==================== design 1
design_1/io_fan.png
Scale bar: 20 um.
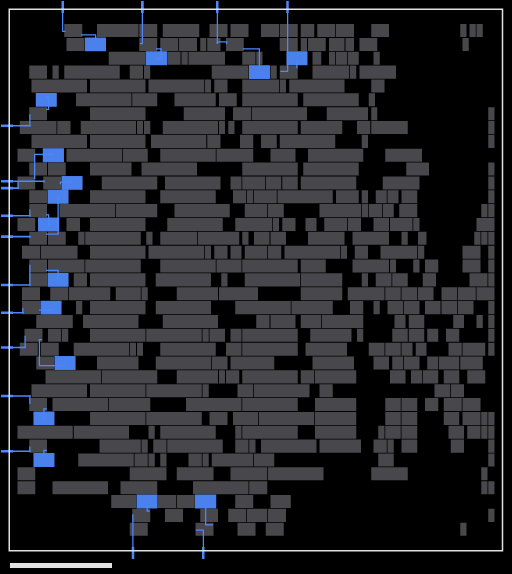

===== src/rtl/gpr_writeback_ctrl.sv =====
`default_nettype none
// ============================================================================
// Module   : gpr_writeback_ctrl
// Purpose  : Two-producer (ALU/load) writeback queue for the 8x16 GPR file with
//            RAW hazard reporting; optional bypass data via GPR_WB_BYPASS_EN.
// Revision : 1.0
// ============================================================================
module gpr_writeback_ctrl #(
  parameter int DEPTH = 4,
  parameter int AW    = 3,
  parameter int DW    = 16
) (
  input  logic          clk,
  input  logic          rst_n,
  input  logic          alu_valid,
  input  logic [AW-1:0] alu_dest,
  input  logic [DW-1:0] alu_data,
  output logic          alu_ready,
  input  logic          ld_valid,
  input  logic [AW-1:0] ld_dest,
  input  logic [DW-1:0] ld_data,
  output logic          ld_ready,
  output logic          wb_en,
  output logic [AW-1:0] wb_dest,
  output logic [DW-1:0] wb_data,
  input  logic [AW-1:0] rd_addr_1,
  input  logic [AW-1:0] rd_addr_2,
  output logic          hazard_1,
  output logic          hazard_2,
  output logic          byp_valid_1,
  output logic [DW-1:0] byp_data_1,
  output logic          byp_valid_2,
  output logic [DW-1:0] byp_data_2
);

  localparam int PW = (DEPTH > 1) ? $clog2(DEPTH) : 1;
  localparam int CW = $clog2(DEPTH + 1);
  localparam logic [CW-1:0] DEPTH_C = CW'(DEPTH);

  typedef enum logic {SRC_ALU = 1'b0, SRC_LD = 1'b1} src_t;

  src_t          last_grant_q, last_grant_d;
  logic [CW-1:0] count_q, count_d;
  logic [PW-1:0] wr_ptr_q, wr_ptr_d;
  logic [PW-1:0] rd_ptr_q, rd_ptr_d;
  logic          wb_en_q, wb_en_d;
  logic [AW-1:0] wb_dest_q, wb_dest_d;
  logic [DW-1:0] wb_data_q, wb_data_d;
  logic [AW-1:0] dest_q [DEPTH];
  logic [AW-1:0] dest_d [DEPTH];
  logic [DW-1:0] data_q [DEPTH];
  logic [DW-1:0] data_d [DEPTH];

  logic          full;
  logic          grant_alu;
  logic          grant_ld;
  logic          push_alu;
  logic          push_ld;
  logic          push;
  logic          pop;
  logic [AW-1:0] push_dest;
  logic [DW-1:0] push_data;

  // Entry age order: slot[0] is the oldest live entry, slot[DEPTH-1] the youngest possible.
  logic [PW-1:0]    slot [DEPTH];
  logic [DEPTH-1:0] match_1;
  logic [DEPTH-1:0] match_2;
  logic             wb_match_1;
  logic             wb_match_2;

  // Ready depends only on full and the tie-break, never on a same-cycle pop.
  assign full      = (count_q == DEPTH_C);
  assign grant_alu = alu_valid && (!ld_valid || (last_grant_q == SRC_LD));
  assign grant_ld  = ld_valid  && (!alu_valid || (last_grant_q == SRC_ALU));
  assign alu_ready = !full && grant_alu;
  assign ld_ready  = !full && grant_ld;
  assign push_alu  = alu_valid && alu_ready;
  assign push_ld   = ld_valid  && ld_ready;
  assign push      = push_alu || push_ld;
  assign pop       = (count_q != '0);
  assign push_dest = push_alu ? alu_dest : ld_dest;
  assign push_data = push_alu ? alu_data : ld_data;

  always_comb begin
    last_grant_d = last_grant_q;
    if (push_alu) begin
      last_grant_d = SRC_ALU;
    end else if (push_ld) begin
      last_grant_d = SRC_LD;
    end

    wr_ptr_d = push ? wr_ptr_q + PW'(1) : wr_ptr_q;
    rd_ptr_d = pop  ? rd_ptr_q + PW'(1) : rd_ptr_q;
    count_d  = count_q + CW'(push) - CW'(pop);

    dest_d = dest_q;
    data_d = data_q;
    if (push) begin
      dest_d[wr_ptr_q] = push_dest;
      data_d[wr_ptr_q] = push_data;
    end

    wb_en_d   = pop;
    wb_dest_d = pop ? dest_q[rd_ptr_q] : wb_dest_q;
    wb_data_d = pop ? data_q[rd_ptr_q] : wb_data_q;
  end

  always_ff @(posedge clk) begin
    if (!rst_n) begin
      last_grant_q <= SRC_LD;
      count_q      <= '0;
      wr_ptr_q     <= '0;
      rd_ptr_q     <= '0;
      wb_en_q      <= 1'b0;
      wb_dest_q    <= '0;
      wb_data_q    <= '0;
    end else begin
      last_grant_q <= last_grant_d;
      count_q      <= count_d;
      wr_ptr_q     <= wr_ptr_d;
      rd_ptr_q     <= rd_ptr_d;
      wb_en_q      <= wb_en_d;
      wb_dest_q    <= wb_dest_d;
      wb_data_q    <= wb_data_d;
    end
  end

  // Storage needs no reset: only entries below count are ever observed.
  always_ff @(posedge clk) begin
    dest_q <= dest_d;
    data_q <= data_d;
  end

  assign wb_en   = wb_en_q;
  assign wb_dest = wb_dest_q;
  assign wb_data = wb_data_q;

  for (genvar g = 0; g < DEPTH; g++) begin : g_age
    assign slot[g]    = rd_ptr_q + PW'(g);
    assign match_1[g] = (CW'(g) < count_q) && (dest_q[slot[g]] == rd_addr_1);
    assign match_2[g] = (CW'(g) < count_q) && (dest_q[slot[g]] == rd_addr_2);
  end

  // The wb-stage write has not reached the GPR yet, so it still counts as pending.
  assign wb_match_1 = wb_en_q && (wb_dest_q == rd_addr_1);
  assign wb_match_2 = wb_en_q && (wb_dest_q == rd_addr_2);
  assign hazard_1   = wb_match_1 || (|match_1);
  assign hazard_2   = wb_match_2 || (|match_2);

`ifdef GPR_WB_BYPASS_EN
  // Scan oldest to youngest so the youngest matching producer wins.
  always_comb begin
    byp_data_1 = '0;
    byp_data_2 = '0;
    if (wb_match_1) byp_data_1 = wb_data_q;
    if (wb_match_2) byp_data_2 = wb_data_q;
    for (int i = 0; i < DEPTH; i++) begin
      if (match_1[i]) byp_data_1 = data_q[slot[i]];
      if (match_2[i]) byp_data_2 = data_q[slot[i]];
    end
  end
  assign byp_valid_1 = hazard_1;
  assign byp_valid_2 = hazard_2;
`else
  assign byp_valid_1 = 1'b0;
  assign byp_valid_2 = 1'b0;
  assign byp_data_1  = '0;
  assign byp_data_2  = '0;
`endif

endmodule
`default_nettype wire

===== config.mk =====
export PLATFORM = sky130hd
export DESIGN_NAME = gpr_writeback_ctrl
export DESIGN_NICKNAME = d
export VERILOG_FILES = /design/src/rtl/gpr_writeback_ctrl.sv
export SDC_FILE = /design/constraint.sdc
export NUM_CORES = 1
export LEC_CHECK = 0
export ABC_AREA = 0
export CORE_ASPECT_RATIO = 1.1
export CORE_UTILIZATION = 51
export CTS_CLUSTER_DIAMETER = 80
export CTS_CLUSTER_SIZE = 25
export DETAILED_ROUTE_END_ITERATION = 10
export MAX_ROUTING_LAYER = met4
export PLACE_DENSITY = 0.79
export SKIP_CTS_REPAIR_TIMING = 1
export SKIP_LAST_GASP = 1
export SYNTH_ARGS = -nofsm -noshare
export SYNTH_HDL_FRONTEND = slang
export SYNTH_SLANG_ARGS = --single-unit

===== constraint.sdc =====
create_clock -name clk -period 3.2 [get_ports clk]
set_clock_uncertainty 0.15 [all_clocks]
set_input_delay 0.64 -clock clk [delete_from_list [all_inputs] [get_ports clk]]
set_output_delay 0.64 -clock clk [all_outputs]
set_load 0.01 [all_outputs]

==================== design 2
<file path="src/rtl/pwm_compare.sv">
// pwm_compare: multi-channel registered PWM compare stage fed by an up-counter.
// The period_irq pulse is built only when PWM_COMPARE_PERIOD_IRQ_EN is defined.
module pwm_compare #(
  parameter int WIDTH    = 8,
  parameter int CHANNELS = 4,
  localparam int CH_W    = (CHANNELS > 1) ? $clog2(CHANNELS) : 1
) (
  input  logic                clk,
  input  logic                rst,
  input  logic                enable,
  input  logic [WIDTH-1:0]    counter_value,
  input  logic                write_enable,
  input  logic [CH_W-1:0]     write_channel,
  input  logic [WIDTH-1:0]    write_data,
  output logic [CHANNELS-1:0] pwm_out,
  output logic [CHANNELS-1:0] update_pending,
  output logic                period_irq
);

  logic [WIDTH-1:0]    shadow_q [CHANNELS];
  logic [WIDTH-1:0]    shadow_d [CHANNELS];
  logic [WIDTH-1:0]    active_q [CHANNELS];
  logic [WIDTH-1:0]    active_d [CHANNELS];
  logic [WIDTH-1:0]    eff_duty [CHANNELS];
  logic [CHANNELS-1:0] pending_q, pending_d;
  logic [CHANNELS-1:0] pwm_q, pwm_d;
  logic [CHANNELS-1:0] wr_hit, load;
  logic [WIDTH-1:0]    prev_q;
  logic                wrap;

  // A drop in the counter value marks the start of a new period.
  assign wrap = (counter_value < prev_q);

  // Out-of-range channel indices match no channel and are dropped.
  for (genvar g = 0; g < CHANNELS; g++) begin : g_hit
    assign wr_hit[g] = write_enable && (write_channel == CH_W'(g));
  end

  always_comb begin
    load      = '0;
    pwm_d     = '0;
    pending_d = pending_q;
    for (int i = 0; i < CHANNELS; i++) begin
      shadow_d[i] = shadow_q[i];
      active_d[i] = active_q[i];
      load[i]     = enable && wrap && pending_q[i];
      eff_duty[i] = load[i] ? shadow_q[i] : active_q[i];
      pwm_d[i]    = enable && (counter_value < eff_duty[i]);
      if (load[i]) begin
        active_d[i]  = shadow_q[i];
        pending_d[i] = 1'b0;
      end
      // A write on the load cycle lands after the load, so it waits a period.
      if (wr_hit[i]) begin
        shadow_d[i] = write_data;
        if (enable) begin
          pending_d[i] = 1'b1;
        end else begin
          active_d[i]  = write_data;
          pending_d[i] = 1'b0;
        end
      end
    end
  end

  always_ff @(posedge clk) begin
    if (rst) begin
      prev_q    <= '0;
      pending_q <= '0;
      pwm_q     <= '0;
      for (int i = 0; i < CHANNELS; i++) begin
        shadow_q[i] <= '0;
        active_q[i] <= '0;
      end
    end else begin
      prev_q    <= counter_value;
      pending_q <= pending_d;
      pwm_q     <= pwm_d;
      for (int i = 0; i < CHANNELS; i++) begin
        shadow_q[i] <= shadow_d[i];
        active_q[i] <= active_d[i];
      end
    end
  end

  assign pwm_out        = pwm_q;
  assign update_pending = pending_q;

`ifdef PWM_COMPARE_PERIOD_IRQ_EN
  logic irq_q;

  always_ff @(posedge clk) begin
    if (rst) irq_q <= 1'b0;
    else     irq_q <= enable && wrap;
  end

  assign period_irq = irq_q;
`else
  assign period_irq = 1'b0;
`endif

endmodule

</file>
<file path="config.mk">
export PLATFORM = sky130hd
export DESIGN_NAME = pwm_compare
export DESIGN_NICKNAME = d
export VERILOG_FILES = /design/src/rtl/pwm_compare.sv
export SDC_FILE = /design/constraint.sdc
export NUM_CORES = 1
export LEC_CHECK = 0
export CORE_MARGIN = 1
export CORE_UTILIZATION = 60
export CTS_CLUSTER_SIZE = 16
export DETAILED_ROUTE_END_ITERATION = 8
export MAX_ROUTING_LAYER = met4
export PLACE_DENSITY = 0.78
export SYNTH_ARGS = -nofsm -noshare
export SYNTH_HDL_FRONTEND = slang
export SYNTH_SLANG_ARGS = --single-unit
export TNS_END_PERCENT = 1
</file>
<file path="constraint.sdc">
create_clock -name clk -period 9.57 [get_ports clk]
set_clock_uncertainty 0.05 [all_clocks]
set_input_delay 2.3925 -clock clk [delete_from_list [all_inputs] [get_ports clk]]
set_output_delay 2.3925 -clock clk [all_outputs]
set_load 0.01 [all_outputs]
</file>
==================== design 3
--- src/rtl/vec_mean_stream.sv ---
// vec_mean_stream: multi-beat streaming vector mean; define VEC_MEAN_MSQ_EN to add the mean-square output msq_out
module vec_mean_stream #(
    parameter int LANES   = 4,
    parameter int VEC_LEN = 16,
    parameter int DATA_W  = 16,
    parameter int FRAC_W  = 8
) (
    input  logic                         clock,
    input  logic                         reset,
    input  logic                         in_valid,
    output logic                         in_ready,
    input  logic [LANES-1:0][DATA_W-1:0] in_data,
    input  logic                         in_last,
    output logic                         out_valid,
    input  logic                         out_ready,
    output logic [DATA_W-1:0]            mean_out,
`ifdef VEC_MEAN_MSQ_EN
    output logic [DATA_W-1:0]            msq_out,
`endif
    output logic                         len_err
);
    localparam int BEATS = VEC_LEN / LANES;
    localparam int LG    = $clog2(VEC_LEN);
    localparam int AW    = DATA_W + LG + 1;
    localparam int CW    = (BEATS > 1) ? $clog2(BEATS) : 1;

    typedef enum logic {ACCUM, HOLD} state_t;

    state_t               state, state_nx;
    logic [CW-1:0]        beat_cnt;
    logic signed [AW-1:0] acc, beat_sum, acc_nx;
    logic                 accept, final_beat;

    assign accept     = in_valid && in_ready;
    assign final_beat = beat_cnt == CW'(BEATS - 1);
    assign acc_nx     = acc + beat_sum;

    // sign-extended sum of all lanes of the current beat
    always_comb begin
        beat_sum = '0;
        for (int i = 0; i < LANES; i++)
            beat_sum = beat_sum + {{(AW-DATA_W){in_data[i][DATA_W-1]}}, in_data[i]};
    end

    // state register
    always_ff @(posedge clock) begin
        if (reset) state <= ACCUM;
        else       state <= state_nx;
    end

    // next state and handshake outputs
    always_comb begin
        state_nx  = (state == ACCUM) ? ((accept && final_beat) ? HOLD : ACCUM) : (out_ready ? ACCUM : HOLD);
        in_ready  = state == ACCUM;
        out_valid = state == HOLD;
    end

    // accumulate beats, close the vector on the counter, flag framing mismatches
    always_ff @(posedge clock) begin
        if (reset) begin
            acc      <= '0;
            beat_cnt <= '0;
            mean_out <= '0;
            len_err  <= 1'b0;
        end else begin
            len_err <= accept && (in_last != final_beat);
            if (accept) begin
                acc      <= acc_nx;
                beat_cnt <= final_beat ? '0 : beat_cnt + CW'(1);
                if (final_beat) mean_out <= acc_nx[LG +: DATA_W];
            end else if (out_valid && out_ready) begin
                acc <= '0;
            end
        end
    end

`ifdef VEC_MEAN_MSQ_EN
    localparam int SW = 2*DATA_W + LG;

    logic signed [2*DATA_W-1:0] ex, sq;
    logic [SW-1:0]              sq_acc, sq_sum, sq_nx;
    logic                       sq_ovf;

    assign sq_nx  = sq_acc + sq_sum;
    assign sq_ovf = |sq_nx[SW-1:LG+DATA_W-1];

    // per-lane squares rescaled to Q format, summed; squares are non-negative so zero extension is exact
    always_comb begin
        ex     = '0;
        sq     = '0;
        sq_sum = '0;
        for (int i = 0; i < LANES; i++) begin
            ex     = {{DATA_W{in_data[i][DATA_W-1]}}, in_data[i]};
            sq     = ex * ex;
            sq_sum = sq_sum + ({{LG{1'b0}}, sq} >> FRAC_W);
        end
    end

    // square accumulator and saturated mean-square result
    always_ff @(posedge clock) begin
        if (reset) begin
            sq_acc  <= '0;
            msq_out <= '0;
        end else if (accept) begin
            sq_acc <= sq_nx;
            if (final_beat) msq_out <= sq_ovf ? {1'b0, {(DATA_W-1){1'b1}}} : {1'b0, sq_nx[LG+DATA_W-2:LG]};
        end else if (out_valid && out_ready) begin
            sq_acc <= '0;
        end
    end
`endif
endmodule

--- config.mk ---
export PLATFORM = sky130hd
export DESIGN_NAME = vec_mean_stream
export DESIGN_NICKNAME = d
export VERILOG_FILES = /design/src/rtl/vec_mean_stream.sv
export SDC_FILE = /design/constraint.sdc
export NUM_CORES = 1
export LEC_CHECK = 0
export ABC_AREA = 1
export CAP_MARGIN = 25
export CORE_MARGIN = 1.5
export CORE_UTILIZATION = 50
export CTS_BUF_LIST = sky130_fd_sc_hd__clkbuf_4 sky130_fd_sc_hd__clkbuf_8
export CTS_CLUSTER_DIAMETER = 30
export DETAILED_ROUTE_END_ITERATION = 7
export GPL_ROUTABILITY_DRIVEN = 0
export HOLD_SLACK_MARGIN = 0.12
export PLACE_DENSITY = 0.78
export SLEW_MARGIN = 20
export SYNTH_ARGS = -nofsm -noshare
export SYNTH_HDL_FRONTEND = slang
export SYNTH_SLANG_ARGS = --single-unit
--- constraint.sdc ---
create_clock -name clock -period 8.02 [get_ports clock]
set_input_delay 2.005 -clock clock [delete_from_list [all_inputs] [get_ports clock]]
set_output_delay 2.005 -clock clock [all_outputs]
set_load 0.01 [all_outputs]
design_2/detail.png
Window x 1 to 41, y 44 to 84 um. Cells in grey, sequential cells in the stronger grey; small squares are vias.
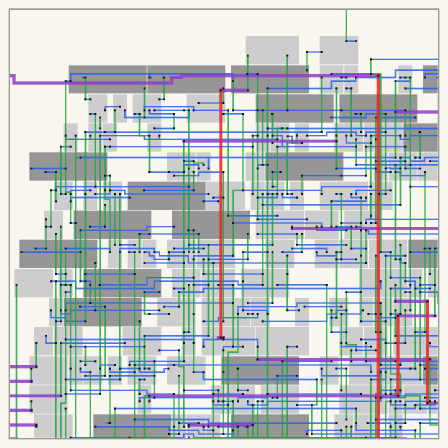
Key: blue = metal 1; red = metal 4; green = metal 2; purple = metal 3
Most frequent: nand2_1 (19), dfxtp_1 (16), a21oi_1 (12). Netlist names of flops here include active_q (7), shadow_q (7). Sequential cells in the window: 16. 112 logic cells have their middle in the window.

design_2/io_fan.png
Scale bar: 20 um.
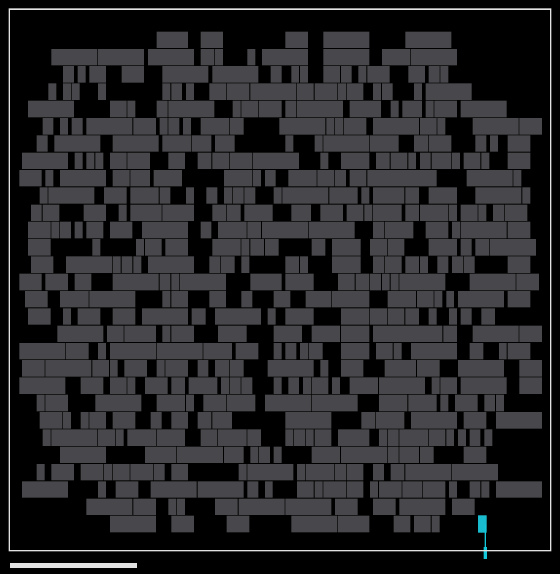
Key: cyan = period_irq [bits 1, direction output, end cells 1, wire 3.60 um]
Top Ports: 31
Port Buffers: 29

==> results.txt, design 2 <==
run metrics: cell taking the most area after synthesis dfxtp_1, yosys aoi share 16.2%, Log Warnings 26, Critical Path RT between 9 and 10 ns, Slew @ Worst Pin 1.17 ns, Leak 1.91 nW, failing checks design-rule violations, remaining routing DRC violations 2, grt ovf 0, run status finished with violations, vias per cell ~6.2, metal2 WL 4370 um, met3 routed WL 449 um, RSZ-0062 raised after global routing no, clock power share 39.3%, clk root buf clkbuf_8, DP Worst Slack roughly 3.1 ns, XORs/XNORs by Area 0%, Synth cell types 36, Pint ~540 uW
design 2: final cells by class:
| class | instances | area [sq um] | area share (%) |
|---|---|---|---|
| clock buffers | 11 | 151 | 3.30 |
| multi-input cells | 326 | 2280 | 49.7 |
| repair buffers | 31 | 300 | 6.55 |
| flip-flops and latches | 80 | 1600 | 34.9 |
| clock inverters | 5 | 78.8 | 1.72 |
| inverters | 20 | 75.1 | 1.64 |
| well taps | 77 | 96.3 | 2.10 |
design 2: critical path, delay by kind of cell:
kind            cells  cell delay [ns]
simple gates        4             0.96
mux                 1             0.35
compound gates      3             1.38
fa+ha+maj           2             0.77
buf+inv             1             0.59
design 2: worst max path at each step:
stage / from / slack [ns] / to
2_1_floorplan: counter_value[1] / 4.61 / pwm_out[0]$_SDFF_PP0_
3_3_place_gp: counter_value[7] / 3.20 / pwm_out[0]$_SDFF_PP0_
3_5_place_dp: counter_value[7] / 3.09 / pwm_out[0]$_SDFF_PP0_
4_1_cts: counter_value[7] / 3.47 / pwm_out[0]$_SDFF_PP0_
5_1_grt: counter_value[7] / 3.12 / pwm_out[3]$_SDFF_PP0_
6_report: counter_value[7] / 3.38 / pwm_out[3]$_SDFF_PP0_
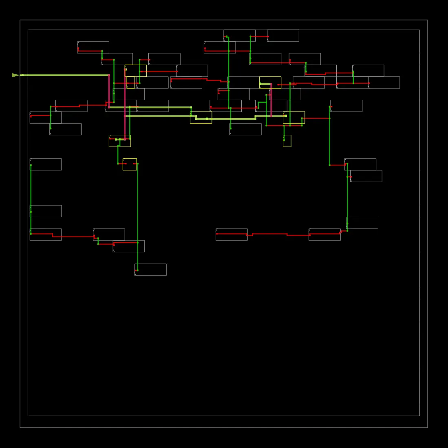
design_3/clocks.png
Clk power: 135 uW
Worst Skew: 0.0127 ns

design_3/io_fan.png
Scale bar: 20 um.
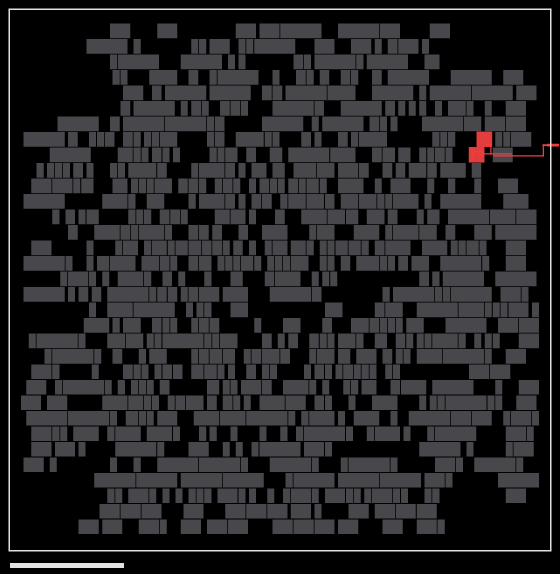
Key: red = reset [bits 1, direction input, end cells 3, wire 22.3 um]

==> results.txt, design 3 <==
run metrics: run status finished, final reports clean, Top delay family on crit path adder cells, Synthesis Warnings 0, DR vias 3,955, clk root buf clkbuf_8, DP HPWL 8100 um, Antenna Cells 0, Hold Crit Class reg2reg, share of layout cells above drive strength 1 4.53%, Signal buffers 88, Reg2Reg Capture Point mean_out[8]$_SDFFE_PP0P_, Hold Crit Start mean_out[13]$_SDFFE_PP0P_, Arr. time, crit path 6.74 ns, number of global-route vias before repair 3,900, WL/cell 12.1 um, Slew Limit Fails 0
design 3: where the power goes:
part / switching (mW) / total [mW] / internal [mW] / leakage, nW
Combinational: 0.769 / 1.23 / 0.461 / 2.39
Sequential: 0.0253 / 0.266 / 0.240 / 0.327
Clock: 0.0746 / 0.135 / 0.0607 / 0.0479
design 3: cells in the final DEF, fill, tap and decap left out, types with 2 or more instances in the layout:
cell type / n
nand2_1: 134
inv_1: 131
clkdlybuf4s50_1: 87
nand3_1: 47
dfxtp_1: 40
ha_1: 39
fa_1: 34
nor2_1: 30
a21oi_1: 26
o21ai_0: 16
xor2_1: 13
xnor2_1: 11
o21ai_1: 9
nand2_2: 7
nand4_1: 6
a31oi_1: 5
a21oi_2: 5
or2_1: 5
clkbuf_8: 5
a21o_1: 4
nor3_1: 3
nand3_2: 3
o21bai_1: 3
inv_2: 2
a211oi_1: 2
o21ai_2: 2
clkinv_2: 2
design 3: registers in the layout, summed over array words and instances (netlist names):
register,cells
acc,20
len_err,1
beat_cnt,2
mean_out,16
out_valid,1
design 3: routing by layer:
metal | track usage, % | vias to the layer above
li1 | - | 2031
met1 | 26.5 | 1799
met2 | 42.9 | 112
met3 | 3.95 | 13
met4 | 3.98 | 0
met5 | 0 | -
design_1/detail.png
Window x 4 to 44, y 60 to 100 um. Cells in grey, sequential cells in the stronger grey; small squares are vias.
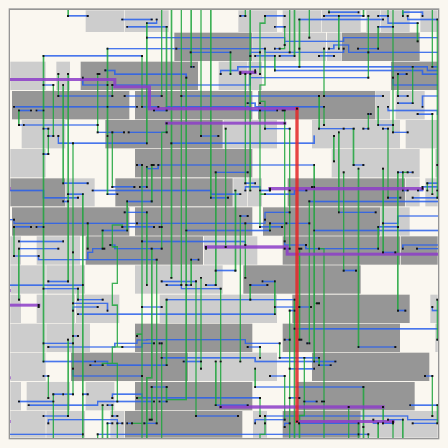
Key: green = metal 2; blue = metal 1; red = metal 4; purple = metal 3
Netlist names of flops here include data_q (22), wb_data (5). Sequential cells in the window: 27. 74 logic cells have their middle in the window. Most frequent: edfxtp_1 (22), clkdlybuf4s50_1 (14), nand2_1 (11).

Notes on design_1/io_fan.png above:
Key: blue = alu_data [bits 16, direction input, end cells 16, wire 161 um]
Port Buffers: 71
Top Ports: 106

==> results.txt, design 1 <==
run metrics: flop share of the area 47.2%, critical path type reg2out, Final setup viols 0, CP Depth 5, most used routing layer met2, clk root buf clkbuf_8, vias per cell roughly 5.3, Cell area leaders edfxtp_1 45%, mux4_2 13%, dfxtp_1 11%, # H-tree levels 3, Synthesis Warnings 0, VDD IR max 0.000389 V, Reg2Reg Capture Point count_q[2]$_SDFF_PN0_, Comb area share 31.9%, Synth cell types 36, WL/cell 16.1 um, die height 106 um, buffering overhead approximately 14%, clock tree from TritonCTS done, GPL Wtd Cong 0.941, area share of the leading cell type in the synthesized netlist between 40 and 50%, Final Cycle Share 95.3%, nonclk inv count 9, r2r startpoint count_q[2]$_SDFF_PN0_, Post-DRT Antenna Nets 0, crit-path max cell delay 0.53 ns, Layout Cells excl Fill approximately 560, num sequential around 100, Arr. time, crit path 2.26 ns, Signal buffers 91, run status finished, final reports clean, remaining routing DRC violations 0, Core ar. roughly 0.0094 sq mm, Hold Path Depth 2, cell taking the most area after synthesis edfxtp_1, register share of total power between 40% and 50%, Pint 3.44 mW, Total GRT Usage about a fifth, Gate Area about 0.0019 sq mm, crit path launch dest_q[10]$_DFFE_PP_, crit path launch type register, setup tns final 0 ns, XORs/XNORs by Area 5.76%, met1 Usage GRT 22.8%, top cells by count 76 x edfxtp_1, 41 x nand2_1, 35 x buf_4, largest net degree at the start of global routing 29, clock power share 17.3%, crit path buf inv count 1, Row Count 37, largest class registers, antenna violations before repair 0, Hold Path Sink wb_data[8]$_SDFFE_PN0N_
==> design 1: flip-flops by register name, indices dropped and copies added, names as in the netlist <==
signal        count
dest_q           12
data_q           64
wb_dest           3
rd_ptr_q          2
last_grant_q      1
wb_data          16
wr_ptr_q          2
wb_en             1
count_q           3
==> design 1: cells in the final DEF, fill, tap and decap left out, drive strengths merged, types with 2 or more instances in the layout <==
cell / n
xnor2: 27
dlymetal6s2s: 2
clkdlybuf4s50: 69
edfxtp: 76
buf: 20
a21boi: 19
bufinv: 2
inv: 12
o21ai: 2
mux2: 19
dfxtp: 28
nor2b: 5
conb: 34
mux4: 28
xor2: 6
nand2: 41
clkbuf: 10
and2: 6
nor2: 2
ha: 8
nand4: 8
==> design 1: power groups by stage <==
stage	registers (mW)	clock network, mW	logic, mW
4_1_cts	2.07	0.901	2.19
6_report	2.07	0.886	2.17
3_3_place_gp	2.08	0	2.13
2_1_floorplan	2.10	0	1.44
5_1_grt	2.11	0.958	2.38
3_5_place_dp	2.10	0	2.17
==> design 1: stage by stage <==
step                power, mW  cell area, sq um
floorplan                3.54              5140
global placement         4.21              5800
detailed placement       4.26              5800
CTS                      5.16              6020
global route             5.45              6040
finish                   5.12              6040


## Gallery

Signal wires by layer.
Only two layers are drawn.
(a)
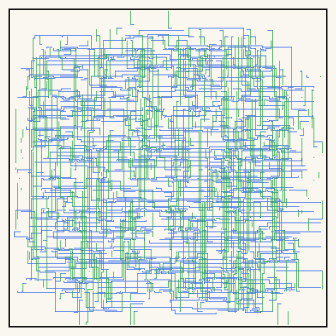
(b)
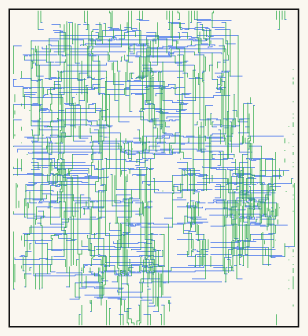
(c)
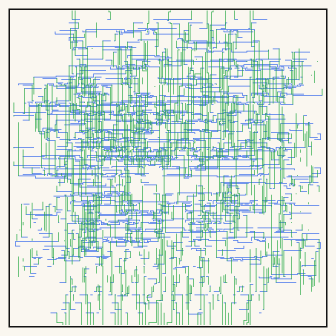
(a) comes from design 2.
(c) comes from design 3.
(b) comes from design 1.

Power figures rest on the tool's default switching activity, not on a simulated workload.
